# dmem_arbiter

dmem_arbiter/m1.png
Supply wires on this layer in grey.
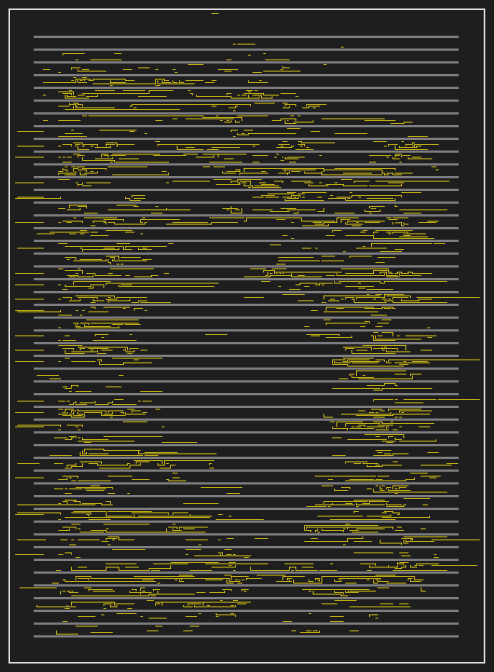

`config.mk`:
```
export PLATFORM = sky130hd
export DESIGN_NAME = dmem_arbiter
export DESIGN_NICKNAME = d
export VERILOG_FILES = /design/src/rtl/dmem_arbiter.sv
export SDC_FILE = /design/constraint.sdc
export NUM_CORES = 1
export LEC_CHECK = 0
export ABC_AREA = 1
export CAP_MARGIN = 5
export CORE_AREA = 5 5 96 134
export DETAILED_ROUTE_END_ITERATION = 12
export DIE_AREA = 0 0 101 139
export GPL_TIMING_DRIVEN = 0
export PLACE_DENSITY_LB_ADDON = 0.2
export REMOVE_ABC_BUFFERS = 1
export SYNTH_ARGS = -nofsm -noshare
export SYNTH_HDL_FRONTEND = slang
export SYNTH_SLANG_ARGS = --single-unit
```
`constraint.sdc`:
```
create_clock -name clock -period 1.55 [get_ports clock]
set_input_delay 0.31 -clock clock [delete_from_list [all_inputs] [get_ports clock]]
set_output_delay 0.31 -clock clock [all_outputs]
set_load 0.01 [all_outputs]
```
`src/rtl/dmem_arbiter.sv`:
```
// Round-robin two-port arbiter/sequencer in front of the single-port DMEM.
// Registered mem_* outputs; one-cycle ack with captured read data per port.
module dmem_arbiter #(
  parameter int DATA_W = 16,
  parameter int ADDR_W = 13,
  parameter int RD_LAT = 1
) (
  input  logic              clock,
  input  logic              reset,
  input  logic              m0_req,
  input  logic              m0_read_write,
  input  logic [ADDR_W-1:0] m0_address,
  input  logic [DATA_W-1:0] m0_data_in,
  output logic              m0_ack,
  output logic [DATA_W-1:0] m0_data_out,
  input  logic              m1_req,
  input  logic              m1_read_write,
  input  logic [ADDR_W-1:0] m1_address,
  input  logic [DATA_W-1:0] m1_data_in,
  output logic              m1_ack,
  output logic [DATA_W-1:0] m1_data_out,
  output logic [ADDR_W-1:0] mem_address,
  output logic              mem_read_write,
  output logic [DATA_W-1:0] mem_data_in,
  input  logic [DATA_W-1:0] mem_dataOut,
  output logic              busy
);

  typedef enum logic [1:0] {
    S_IDLE,
    S_ISSUE,
    S_WAIT,
    S_RESP
  } state_e;

  localparam logic [2:0] CNT_INIT = 3'(RD_LAT - 1);

  state_e            state_q;
  logic              gnt_q;
  logic              last_q;
  logic [2:0]        cnt_q;
  logic              rw_q;
  logic [ADDR_W-1:0] addr_q;
  logic [DATA_W-1:0] wdata_q;
  logic              ack0_q;
  logic              ack1_q;
  logic [DATA_W-1:0] rd0_q;
  logic [DATA_W-1:0] rd1_q;
  logic              busy_q;
  logic              gnt_d;

  // 1 selects M1; on a tie the port not granted last time wins
  assign gnt_d = (m0_req && m1_req) ? ~last_q : m1_req;

  always_ff @(posedge clock or negedge reset) begin
    if (!reset) begin
      state_q <= S_IDLE;
      gnt_q   <= 1'b0;
      last_q  <= 1'b1;
      cnt_q   <= '0;
      rw_q    <= 1'b1;
      addr_q  <= '0;
      wdata_q <= '0;
      ack0_q  <= 1'b0;
      ack1_q  <= 1'b0;
      rd0_q   <= '0;
      rd1_q   <= '0;
      busy_q  <= 1'b0;
    end else begin
      ack0_q <= 1'b0;
      ack1_q <= 1'b0;
      case (state_q)
        S_IDLE: begin
          if (m0_req || m1_req) begin
            gnt_q   <= gnt_d;
            last_q  <= gnt_d;
            rw_q    <= gnt_d ? m1_read_write : m0_read_write;
            addr_q  <= gnt_d ? m1_address : m0_address;
            wdata_q <= gnt_d ? m1_data_in : m0_data_in;
            busy_q  <= 1'b1;
            state_q <= S_ISSUE;
          end
        end
        S_ISSUE: begin
          if (!rw_q || RD_LAT == 1) begin
            rw_q    <= 1'b1;
            ack0_q  <= ~gnt_q;
            ack1_q  <= gnt_q;
            state_q <= S_RESP;
            if (rw_q && !gnt_q) rd0_q <= mem_dataOut;
            if (rw_q && gnt_q) rd1_q <= mem_dataOut;
          end else begin
            cnt_q   <= CNT_INIT;
            state_q <= S_WAIT;
          end
        end
        S_WAIT: begin
          if (cnt_q == 3'd1) begin
            ack0_q  <= ~gnt_q;
            ack1_q  <= gnt_q;
            state_q <= S_RESP;
            if (!gnt_q) rd0_q <= mem_dataOut;
            if (gnt_q) rd1_q <= mem_dataOut;
          end else begin
            cnt_q <= cnt_q - 3'd1;
          end
        end
        S_RESP: begin
          busy_q  <= 1'b0;
          state_q <= S_IDLE;
        end
        default: state_q <= S_IDLE;
      endcase
    end
  end

  assign m0_ack         = ack0_q;
  assign m1_ack         = ack1_q;
  assign m0_data_out    = rd0_q;
  assign m1_data_out    = rd1_q;
  assign mem_address    = addr_q;
  assign mem_read_write = rw_q;
  assign mem_data_in    = wdata_q;
  assign busy           = busy_q;

endmodule

```
# fir_unf_sched_flat

### config.mk
export PLATFORM = sky130hd
export DESIGN_NAME = fir_unf_sched_flat
export DESIGN_NICKNAME = d
export VERILOG_FILES = /design/src/rtl/fir_unf_sched_if.sv /design/src/rtl/fir_unf_sched.sv /design/src/flat_wrapper.sv
export SDC_FILE = /design/constraint.sdc
export NUM_CORES = 1
export LEC_CHECK = 0
export CORE_UTILIZATION = 25
export DETAILED_ROUTE_END_ITERATION = 10
export SYNTH_ARGS = -nofsm -noshare
export SYNTH_HDL_FRONTEND = slang
export SYNTH_SLANG_ARGS = --single-unit
### constraint.sdc
create_clock -name CLK -period 5.7 [get_ports CLK]
set_clock_uncertainty 0.05 [all_clocks]
set_input_delay 1.14 -clock CLK [delete_from_list [all_inputs] [get_ports CLK]]
set_output_delay 1.14 -clock CLK [all_outputs]
set_load 0.005 [all_outputs]
### src/rtl/fir_unf_sched_if.sv
// fir_unf_sched_if: bundle of the serial stream, filter triplet, config and
// coefficient signals around the unfolded-FIR scheduler.
// With FIR_SCHED_ERR_EN defined the bundle also carries ERR and CNT_TRIP.
interface fir_unf_sched_if #(
    parameter int NBIT = 9,
    parameter int NTAP = 11
);
    logic [NBIT-1:0]      S_DIN;
    logic                 S_VIN;
    logic                 S_RDY;
    logic [NBIT-1:0]      DIN3k, DIN3k1, DIN3k2;
    logic                 VIN;
    logic [NBIT-1:0]      DOUT3k, DOUT3k1, DOUT3k2;
    logic                 VOUT;
    logic [NBIT-1:0]      M_DOUT;
    logic                 M_VOUT;
    logic                 M_RDY;
    logic                 CFG_WE;
    logic [3:0]           CFG_ADDR;
    logic [NBIT-1:0]      CFG_DATA;
    logic                 CFG_COMMIT;
    logic                 CFG_BUSY;
    logic [NTAP*NBIT-1:0] B_ALL;
`ifdef FIR_SCHED_ERR_EN
    logic                 ERR;
    logic [15:0]          CNT_TRIP;
`endif

    // scheduler side
    modport slave (
        input  S_DIN, S_VIN, DOUT3k, DOUT3k1, DOUT3k2, VOUT, M_RDY,
               CFG_WE, CFG_ADDR, CFG_DATA, CFG_COMMIT,
        output S_RDY, DIN3k, DIN3k1, DIN3k2, VIN, M_DOUT, M_VOUT,
               CFG_BUSY, B_ALL
`ifdef FIR_SCHED_ERR_EN
        , output ERR, CNT_TRIP
`endif
    );

    // environment side (stream source/sink, filter, config host)
    modport master (
        output S_DIN, S_VIN, DOUT3k, DOUT3k1, DOUT3k2, VOUT, M_RDY,
               CFG_WE, CFG_ADDR, CFG_DATA, CFG_COMMIT,
        input  S_RDY, DIN3k, DIN3k1, DIN3k2, VIN, M_DOUT, M_VOUT,
               CFG_BUSY, B_ALL
`ifdef FIR_SCHED_ERR_EN
        , input ERR, CNT_TRIP
`endif
    );
endinterface

### src/rtl/fir_unf_sched.sv
// fir_unf_sched: packs a serial sample stream into triplets for the 3-parallel
// unfolded FIR, serializes the filter's output triplets through a credited
// FIFO, and owns the coefficient bank with drain-then-swap commits.
// Optional macro FIR_SCHED_ERR_EN: adds sticky ERR and 16-bit CNT_TRIP.
module fir_unf_sched #(
    parameter int NBIT        = 9,
    parameter int NTAP        = 11,
    parameter int OFIFO_DEPTH = 4
) (
    input  logic           CLK,
    input  logic           RST,
    fir_unf_sched_if.slave bus
);
    localparam int AW = $clog2(OFIFO_DEPTH);
    localparam int CW = AW + 1;
    localparam logic [CW-1:0] DEPTH_C = CW'(OFIFO_DEPTH);
    localparam logic [CW:0]   DEPTH_S = (CW+1)'(OFIFO_DEPTH);

    typedef logic [2:0][NBIT-1:0] trip_t;
    typedef enum logic [1:0] {RUN, DRAIN, SWAP} state_t;

    state_t                    state, state_nx;
    logic [1:0]                phase;
    logic [NBIT-1:0]           hold0, hold1;
    trip_t                     din_q;
    logic                      vin_q;
    logic [CW-1:0]             inflight, count;
    logic [AW-1:0]             wr_ptr, rd_ptr;
    logic [1:0]                sel;
    trip_t                     fifo_mem [OFIFO_DEPTH];
    trip_t                     head;
    logic [NTAP-1:0][NBIT-1:0] shadow, active;
    logic [CW:0]               credit_sum;
    logic s_rdy, s_xfer, busy, do_swap, credit_ok, vout_ok, push, pop, m_vld;

    // Credit covers both triplets inside the filter and those parked in the
    // FIFO, so the filter (which cannot stall) always has somewhere to land.
    assign credit_sum = {1'b0, count} + {1'b0, inflight};
    assign credit_ok  = credit_sum < DEPTH_S;
    assign s_xfer     = bus.S_VIN && s_rdy;
    assign vout_ok    = bus.VOUT && (inflight != '0);
    assign push       = vout_ok && (count != DEPTH_C);
    assign m_vld      = count != '0;
    assign pop        = m_vld && bus.M_RDY && (sel == 2'd2);
    assign head       = fifo_mem[rd_ptr];

    assign bus.S_RDY    = s_rdy && !RST;
    assign bus.DIN3k    = din_q[0];
    assign bus.DIN3k1   = din_q[1];
    assign bus.DIN3k2   = din_q[2];
    assign bus.VIN      = vin_q;
    assign bus.M_VOUT   = m_vld;
    assign bus.M_DOUT   = m_vld ? head[sel] : '0;
    assign bus.CFG_BUSY = busy;
    assign bus.B_ALL    = active;

    // Packer: collect two samples, launch the triplet with the third.
    always_ff @(posedge CLK) begin
        if (RST) begin
            phase <= 2'd0;
            hold0 <= '0;
            hold1 <= '0;
            din_q <= '0;
            vin_q <= 1'b0;
        end else begin
            vin_q <= 1'b0;
            if (s_xfer) begin
                case (phase)
                    2'd0: begin
                        hold0 <= bus.S_DIN;
                        phase <= 2'd1;
                    end
                    2'd1: begin
                        hold1 <= bus.S_DIN;
                        phase <= 2'd2;
                    end
                    default: begin
                        din_q <= {bus.S_DIN, hold1, hold0};
                        vin_q <= 1'b1;
                        phase <= 2'd0;
                    end
                endcase
            end
        end
    end

    // Triplets inside the filter; spurious VOUT never underflows.
    always_ff @(posedge CLK) begin
        if (RST)
            inflight <= '0;
        else if (vin_q && !vout_ok && inflight != DEPTH_C)
            inflight <= inflight + 1'b1;
        else if (!vin_q && vout_ok)
            inflight <= inflight - 1'b1;
    end

    // FIFO pointers/occupancy and the serializer lane select.
    always_ff @(posedge CLK) begin
        if (RST) begin
            wr_ptr <= '0;
            rd_ptr <= '0;
            count  <= '0;
            sel    <= 2'd0;
        end else begin
            if (push) wr_ptr <= wr_ptr + 1'b1;
            if (pop)  rd_ptr <= rd_ptr + 1'b1;
            case ({push, pop})
                2'b10:   count <= count + 1'b1;
                2'b01:   count <= count - 1'b1;
                default: ;
            endcase
            if (m_vld && bus.M_RDY)
                sel <= (sel == 2'd2) ? 2'd0 : sel + 2'd1;
        end
    end

    // FIFO storage; lane 0 is the oldest sample of the triplet.
    always_ff @(posedge CLK) begin
        if (push)
            fifo_mem[wr_ptr] <= {bus.DOUT3k2, bus.DOUT3k1, bus.DOUT3k};
    end

    // Commit FSM state register.
    always_ff @(posedge CLK) begin
        if (RST) state <= RUN;
        else     state <= state_nx;
    end

    // Commit FSM: finish the open triplet, wait for the filter to empty, swap.
    always_comb begin
        state_nx = state;
        s_rdy    = 1'b0;
        busy     = 1'b0;
        do_swap  = 1'b0;
        case (state)
            RUN: begin
                s_rdy = (phase == 2'd2) ? credit_ok : 1'b1;
                if (bus.CFG_COMMIT) state_nx = DRAIN;
            end
            DRAIN: begin
                busy = 1'b1;
                if (phase != 2'd0) s_rdy = (phase == 2'd2) ? credit_ok : 1'b1;
                if (phase == 2'd0 && inflight == '0 && !vin_q) state_nx = SWAP;
            end
            SWAP: begin
                busy     = 1'b1;
                do_swap  = 1'b1;
                state_nx = RUN;
            end
            default: state_nx = RUN;
        endcase
    end

    // Coefficient banks; the swap copies the shadow as it was before this edge.
    always_ff @(posedge CLK) begin
        if (RST) begin
            shadow <= '0;
            active <= '0;
        end else begin
            if (bus.CFG_WE && int'(bus.CFG_ADDR) < NTAP)
                shadow[bus.CFG_ADDR] <= bus.CFG_DATA;
            if (do_swap)
                active <= shadow;
        end
    end

`ifdef FIR_SCHED_ERR_EN
    logic        err_q;
    logic [15:0] cnt_trip;

    // Sticky flag for any dropped filter result; triplet counter wraps.
    always_ff @(posedge CLK) begin
        if (RST) begin
            err_q    <= 1'b0;
            cnt_trip <= '0;
        end else begin
            if ((bus.VOUT && inflight == '0) || (vout_ok && count == DEPTH_C))
                err_q <= 1'b1;
            if (vin_q)
                cnt_trip <= cnt_trip + 16'd1;
        end
    end

    assign bus.ERR      = err_q;
    assign bus.CNT_TRIP = cnt_trip;
`endif
endmodule
### src/flat_wrapper.sv
// flat-port wrapper written by rule: the top's interface ports become plain ports
module fir_unf_sched_flat 
#(
    parameter int NBIT        = 9,
    parameter int NTAP        = 11,
    parameter int OFIFO_DEPTH = 4
)
  (CLK, RST, bus_S_DIN, bus_S_VIN, bus_DOUT3k, bus_DOUT3k1, bus_DOUT3k2, bus_VOUT, bus_M_RDY, bus_CFG_WE, bus_CFG_ADDR, bus_CFG_DATA, bus_CFG_COMMIT, bus_S_RDY, bus_DIN3k, bus_DIN3k1, bus_DIN3k2, bus_VIN, bus_M_DOUT, bus_M_VOUT, bus_CFG_BUSY, bus_B_ALL);
  fir_unf_sched_if #(.NBIT(NBIT), .NTAP(NTAP)) bus_i ();
  input  logic CLK;
  input  logic RST;
  input wire logic [$bits(bus_i.S_DIN)-1:0] bus_S_DIN;
  input wire logic [$bits(bus_i.S_VIN)-1:0] bus_S_VIN;
  input wire logic [$bits(bus_i.DOUT3k)-1:0] bus_DOUT3k;
  input wire logic [$bits(bus_i.DOUT3k1)-1:0] bus_DOUT3k1;
  input wire logic [$bits(bus_i.DOUT3k2)-1:0] bus_DOUT3k2;
  input wire logic [$bits(bus_i.VOUT)-1:0] bus_VOUT;
  input wire logic [$bits(bus_i.M_RDY)-1:0] bus_M_RDY;
  input wire logic [$bits(bus_i.CFG_WE)-1:0] bus_CFG_WE;
  input wire logic [$bits(bus_i.CFG_ADDR)-1:0] bus_CFG_ADDR;
  input wire logic [$bits(bus_i.CFG_DATA)-1:0] bus_CFG_DATA;
  input wire logic [$bits(bus_i.CFG_COMMIT)-1:0] bus_CFG_COMMIT;
  output wire logic [$bits(bus_i.S_RDY)-1:0] bus_S_RDY;
  output wire logic [$bits(bus_i.DIN3k)-1:0] bus_DIN3k;
  output wire logic [$bits(bus_i.DIN3k1)-1:0] bus_DIN3k1;
  output wire logic [$bits(bus_i.DIN3k2)-1:0] bus_DIN3k2;
  output wire logic [$bits(bus_i.VIN)-1:0] bus_VIN;
  output wire logic [$bits(bus_i.M_DOUT)-1:0] bus_M_DOUT;
  output wire logic [$bits(bus_i.M_VOUT)-1:0] bus_M_VOUT;
  output wire logic [$bits(bus_i.CFG_BUSY)-1:0] bus_CFG_BUSY;
  output wire logic [$bits(bus_i.B_ALL)-1:0] bus_B_ALL;
  assign bus_i.S_DIN = bus_S_DIN;
  assign bus_i.S_VIN = bus_S_VIN;
  assign bus_i.DOUT3k = bus_DOUT3k;
  assign bus_i.DOUT3k1 = bus_DOUT3k1;
  assign bus_i.DOUT3k2 = bus_DOUT3k2;
  assign bus_i.VOUT = bus_VOUT;
  assign bus_i.M_RDY = bus_M_RDY;
  assign bus_i.CFG_WE = bus_CFG_WE;
  assign bus_i.CFG_ADDR = bus_CFG_ADDR;
  assign bus_i.CFG_DATA = bus_CFG_DATA;
  assign bus_i.CFG_COMMIT = bus_CFG_COMMIT;
  assign bus_S_RDY = bus_i.S_RDY;
  assign bus_DIN3k = bus_i.DIN3k;
  assign bus_DIN3k1 = bus_i.DIN3k1;
  assign bus_DIN3k2 = bus_i.DIN3k2;
  assign bus_VIN = bus_i.VIN;
  assign bus_M_DOUT = bus_i.M_DOUT;
  assign bus_M_VOUT = bus_i.M_VOUT;
  assign bus_CFG_BUSY = bus_i.CFG_BUSY;
  assign bus_B_ALL = bus_i.B_ALL;
  fir_unf_sched #(.NBIT(NBIT), .NTAP(NTAP), .OFIFO_DEPTH(OFIFO_DEPTH)) u_core (.CLK(CLK), .RST(RST), .bus(bus_i));
endmodule

==> layout pictures side by side <==
Wiring by layer.
panel A
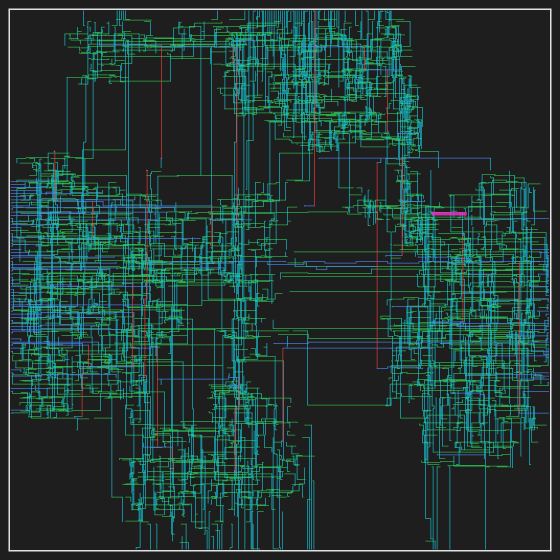
panel B
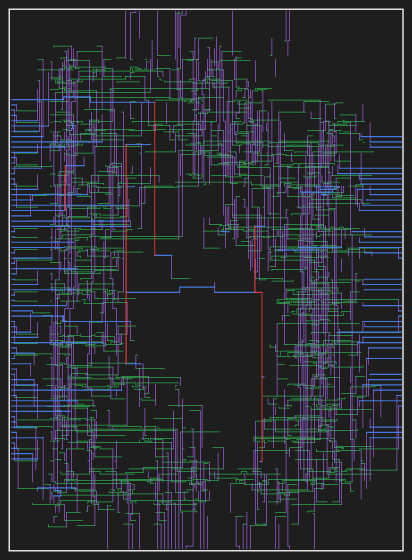
| from | picture |
|---|---|
| fir_unf_sched_flat | panel A |
| dmem_arbiter | panel B |
The one with the most wire is panel A.

Key to panel B:
Purple stands for M2, wire length 5660 um. Green stands for M1, wire length 4340 um. Red stands for M4, wire length 170 um. Blue stands for M3, wire length 1060 um.

fir_unf_sched_flat/route_heat.png
24 x 24 tiles, from black (low) to pale yellow (high), scaled to the fullest tile. Values are wire area over tile area, all layers added.
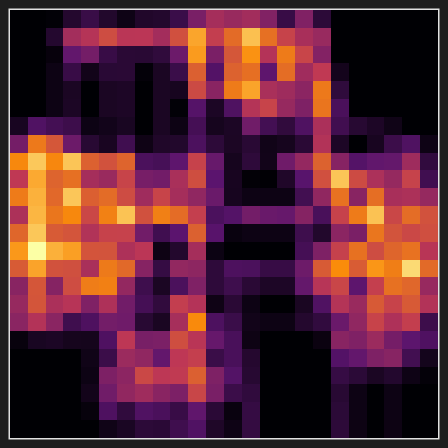
The densest ninth of the die: middle left. 22% of the tiles are over half the peak. 21% of the tiles are nearly empty. The mean over all tiles is 0.10.
Total Routing Usage GR: 12.7%
drt total wl: 36200 um
routed length per instance: 17.0 um
via count: 9140

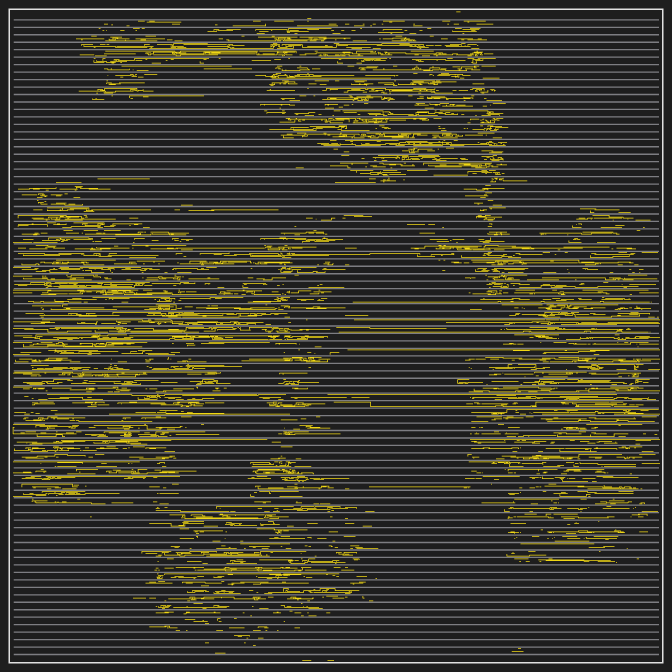
fir_unf_sched_flat/m1.png
Supply wires on this layer in grey.
The wires run mostly horizontal. The layer holds 44% of the routed length. 1336 nets have wire on it.
met1 usage: 15.9%

==> ci_impl_report.md, fir_unf_sched_flat <==
### Yosys + OpenROAD results

| Metric | Value |
|---|---|
| CTS Sinks | 370 |
| Synth Instances | 1183 |
| CP Buf/Inv Count | 2 |
| Status | finished clean |
| Postcts setup bufs | 0 |
| Post-DP HPWL | between 20000 and 25000 um |
| Ys async rst share | 0% |
| GR Util met2 | 20.2% |
| Area fraction in xor and xnor cells | less than 1% |
| Area after DPL | roughly 16000 sq um |
| Tot Pwr | 6.05 mW |
| NetSw | between 1 and 1.5 mW |
| CORE AREA | 54300 sq um |
| Pre-Repair DR Iteration Count | 5 |
| Initial core utilization | 25.5% |
| Sequential power share | 45.8% |
| Top cell type by total area after synthesis | dfxtp_1 |
| Unique cell types | 53 |
| DR iter-0 viols | 501 |
| Tool warnings | 32 |
| Final Cell Area | 18000 sq um |
| Simple share | 11.2% |
| Routability cong. | 0.762 |
| Worst setup SP type | flip-flop |
| DR WL met2 | 16700 um |
| Synthesized area | 13900 sq um |
| PwrDens | 335 nW/um^2 |
| Diode count | 0 |
| Commonest Layout Cell | dfxtp_1 |
| CP max stage delay | 0.79 ns |
| Minimum clock period after layout | 4.13 ns |
| H-tree depth | 2 |
| Clk pwr | 2.95 mW |
| Cells after DPL | just over 2000 |
| Yosys top cell by instances | dfxtp_1 |
| Port Buffers | 194 |
## fir_unf_sched_flat: final cells by class
cell class | instances | area, sq um
fill | 5431 | 36300
sequential | 370 | 8490
multi-input combinational | 713 | 4970
timing repair buffer | 208 | 2050
clock buffer | 56 | 1210
tap | 739 | 925
clock inverter | 22 | 323
inverter | 18 | 67.6
## fir_unf_sched_flat: sequential cells by signal, summed over array words and instances, names as in the netlist, named ones only
signal             count
u_core.fifo_mem      108
u_core.hold0           9
u_core.hold1           9
u_core.state           2
u_core.bus.DIN3k1      9
u_core.bus.B_ALL      99
u_core.rd_ptr          2
u_core.sel             2
u_core.phase           2
u_core.count           3
u_core.bus.DIN3k       9
u_core.wr_ptr          2
u_core.bus.DIN3k2      9
u_core.bus.VIN         1
u_core.shadow         99
u_core.inflight        3
## fir_unf_sched_flat: path summary, 6_finish.rpt
kind,endpoint,cells after the start
max reg2reg,u_core.count[2],9
max,bus_M_DOUT[4],5
min reg2reg,u_core.bus.DIN3k1[5],2
min,u_core.bus.DIN3k1[5],2
## fir_unf_sched_flat: worst min-delay path, delay by kind of cell (launching register included)
kind               cells  cell delay (ns)
AOI/OAI and AO/OA      1             0.05
DFF                    1             0.31
and+or+nand+nor        1             0.05
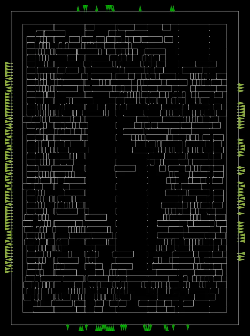
dmem_arbiter/placed.png
Seq cells: 72
CORE AREA: 11600 sq um

Notes on dmem_arbiter/m1.png above:
The wires run mostly horizontal. The layer carries 4340 um of wire. The longest straight run is 30.8 um. The layer holds 39% of the routed length. 588 nets have wire on it.

==> ci_impl_report.md, dmem_arbiter <==
### Yosys + OpenROAD results

| Metric | Value |
|---|---|
| Finished Layout Cells | around 750 |
| H-tree depth | 3 |
| Yosys aoi share | 1.89% |
| First-pass GRT wire length | approximately 18000 um |
| Pre-Repair DR Iteration Count | 4 |
| Post-DP HPWL | roughly 7200 um |
| Flops after synth | between 70 and 80 |
| Area fraction in xor and xnor cells | less than 1% |
| Unique cell types | 20 |
| Clock network latency to the later pin of the worst-skew pair | ~0.33 ns |
| HP Class | in2async |
| YS chip area | 3380 sq um |
| Postcts setup bufs | 18 |
| Post-layout util | about half |
| Top cells, area | dfrtp_1 (52%), nand2_1 (29%), nand3_1 (3.1%) |
| Critical path depth in cells | 1 |
| CP cell instances | clkdlybuf4s50_1 |
| WP data required | 1.24 ns |
| Port Buffers | 144 |
| Synthesized area | 3380 sq um |
| Setup crit end | m0_data_out[11] |
| Top-Level Pins | 145 |
| DR WL met2 | 5660 um |
| Status | finished clean |
| DR WL met3 | 1060 um |
| Die width | 101 um |
| Worst reg2reg endpoint | m0_data_out[8] |
| Number of gates resized after cts | about 57 |
| PwrDens | 2020 nW/um^2 |
| Cells after DPL | 706 |
| CP Buf/Inv Count | 1 |
| Layout cells sized above 1 | a little over an eighth |
| Total Routing Usage GR | 16.1% |
| Worst R2R Path Depth | 9 |
| # Max-Cap Violations | 0 |
| Diode count | 0 |
| Total die size | 14000 sq um |
| Top cell type by total area after synthesis | dfrtp_1 |
| Top Layer Used | met4 |
| Commonest Layout Cell | nand2_1 |
| Final setup margin | between 0.02 and 0.025 ns |
| Minimum clock period after layout | between 1.5 and 2 ns |
| CP Capture Type | output port |
| Share of the synthesized area in the top cell type | 51.8% |
| Setup Viol. Count Final | 0 |
| TritonCTS clock tree | yes |
| Gr ovfl total | 0 |
| Routability cong. | approximately 0.80 |
==> dmem_arbiter: cell type report <==
class / instances / area (sq um)
fillers: 1120 / 5870
flip-flops and latches: 72 / 1800
repair buffers: 172 / 1770
multi-input cells: 331 / 1620
clock buffers: 15 / 258
well taps: 147 / 184
inverters: 14 / 60.1
repair inverters: 2 / 15.0
clock inverters: 1 / 5.00
==> dmem_arbiter: cell usage after synthesis <==
library cell,count
a21oi_4,1
buf_2,11
buf_4,2
buf_6,1
clkbuf_1,7
dfrtp_1,70
dfstp_2,2
ha_1,7
inv_1,12
inv_2,2
nand2_1,264
nand3_1,21
nand3_2,1
nand3_4,1
nand4_1,16
nor2_1,5
o21ai_0,6
o21ai_2,2
or2_2,1
xor2_1,2
==> dmem_arbiter: flip-flops by register name (all words and copies together) (netlist names), 2 cells and up <==
signal       cells
cnt_q            3
m0_data_out     16
m1_data_out     16
mem_address     13
mem_data_in     16
state_q          2
==> dmem_arbiter: power by group <==
part	switching, mW	leakage, nW	internal, mW
clock network	0.721	0.128	1.13
logic	3.48	2.23	2.86
registers	0.515	0.891	2.84
total	4.72	3.25	6.82


==> screenshots <==
Placement by cell class.
picture 1
Bar = 50 um. Fill, decap, tap and diode cells in grey.
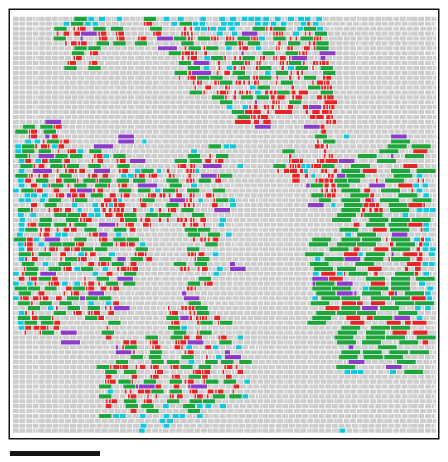
picture 2
Bar = 20 um. Fill, decap, tap and diode cells in grey.
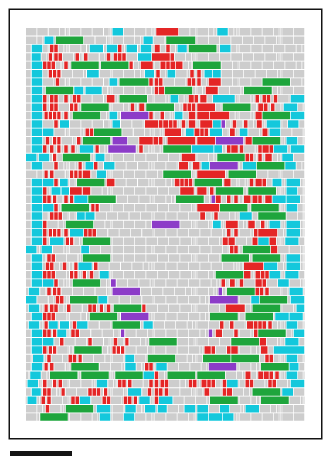
Of these, largest die: picture 1
Of these, most cells: picture 1
- picture 2 = dmem_arbiter
- picture 1 = fir_unf_sched_flat

Key to picture 1:
Green stands for registers, cells 370, share of their area 50%. Purple stands for clock drivers and dummy loads, cells 78, share of their area 9.0%. Cyan stands for remaining buffers and delay cells, cells 208, share of their area 12%. Red stands for remaining logic cells, cells 731, share of their area 29%.

Power is estimated from default activity; no workload was simulated.
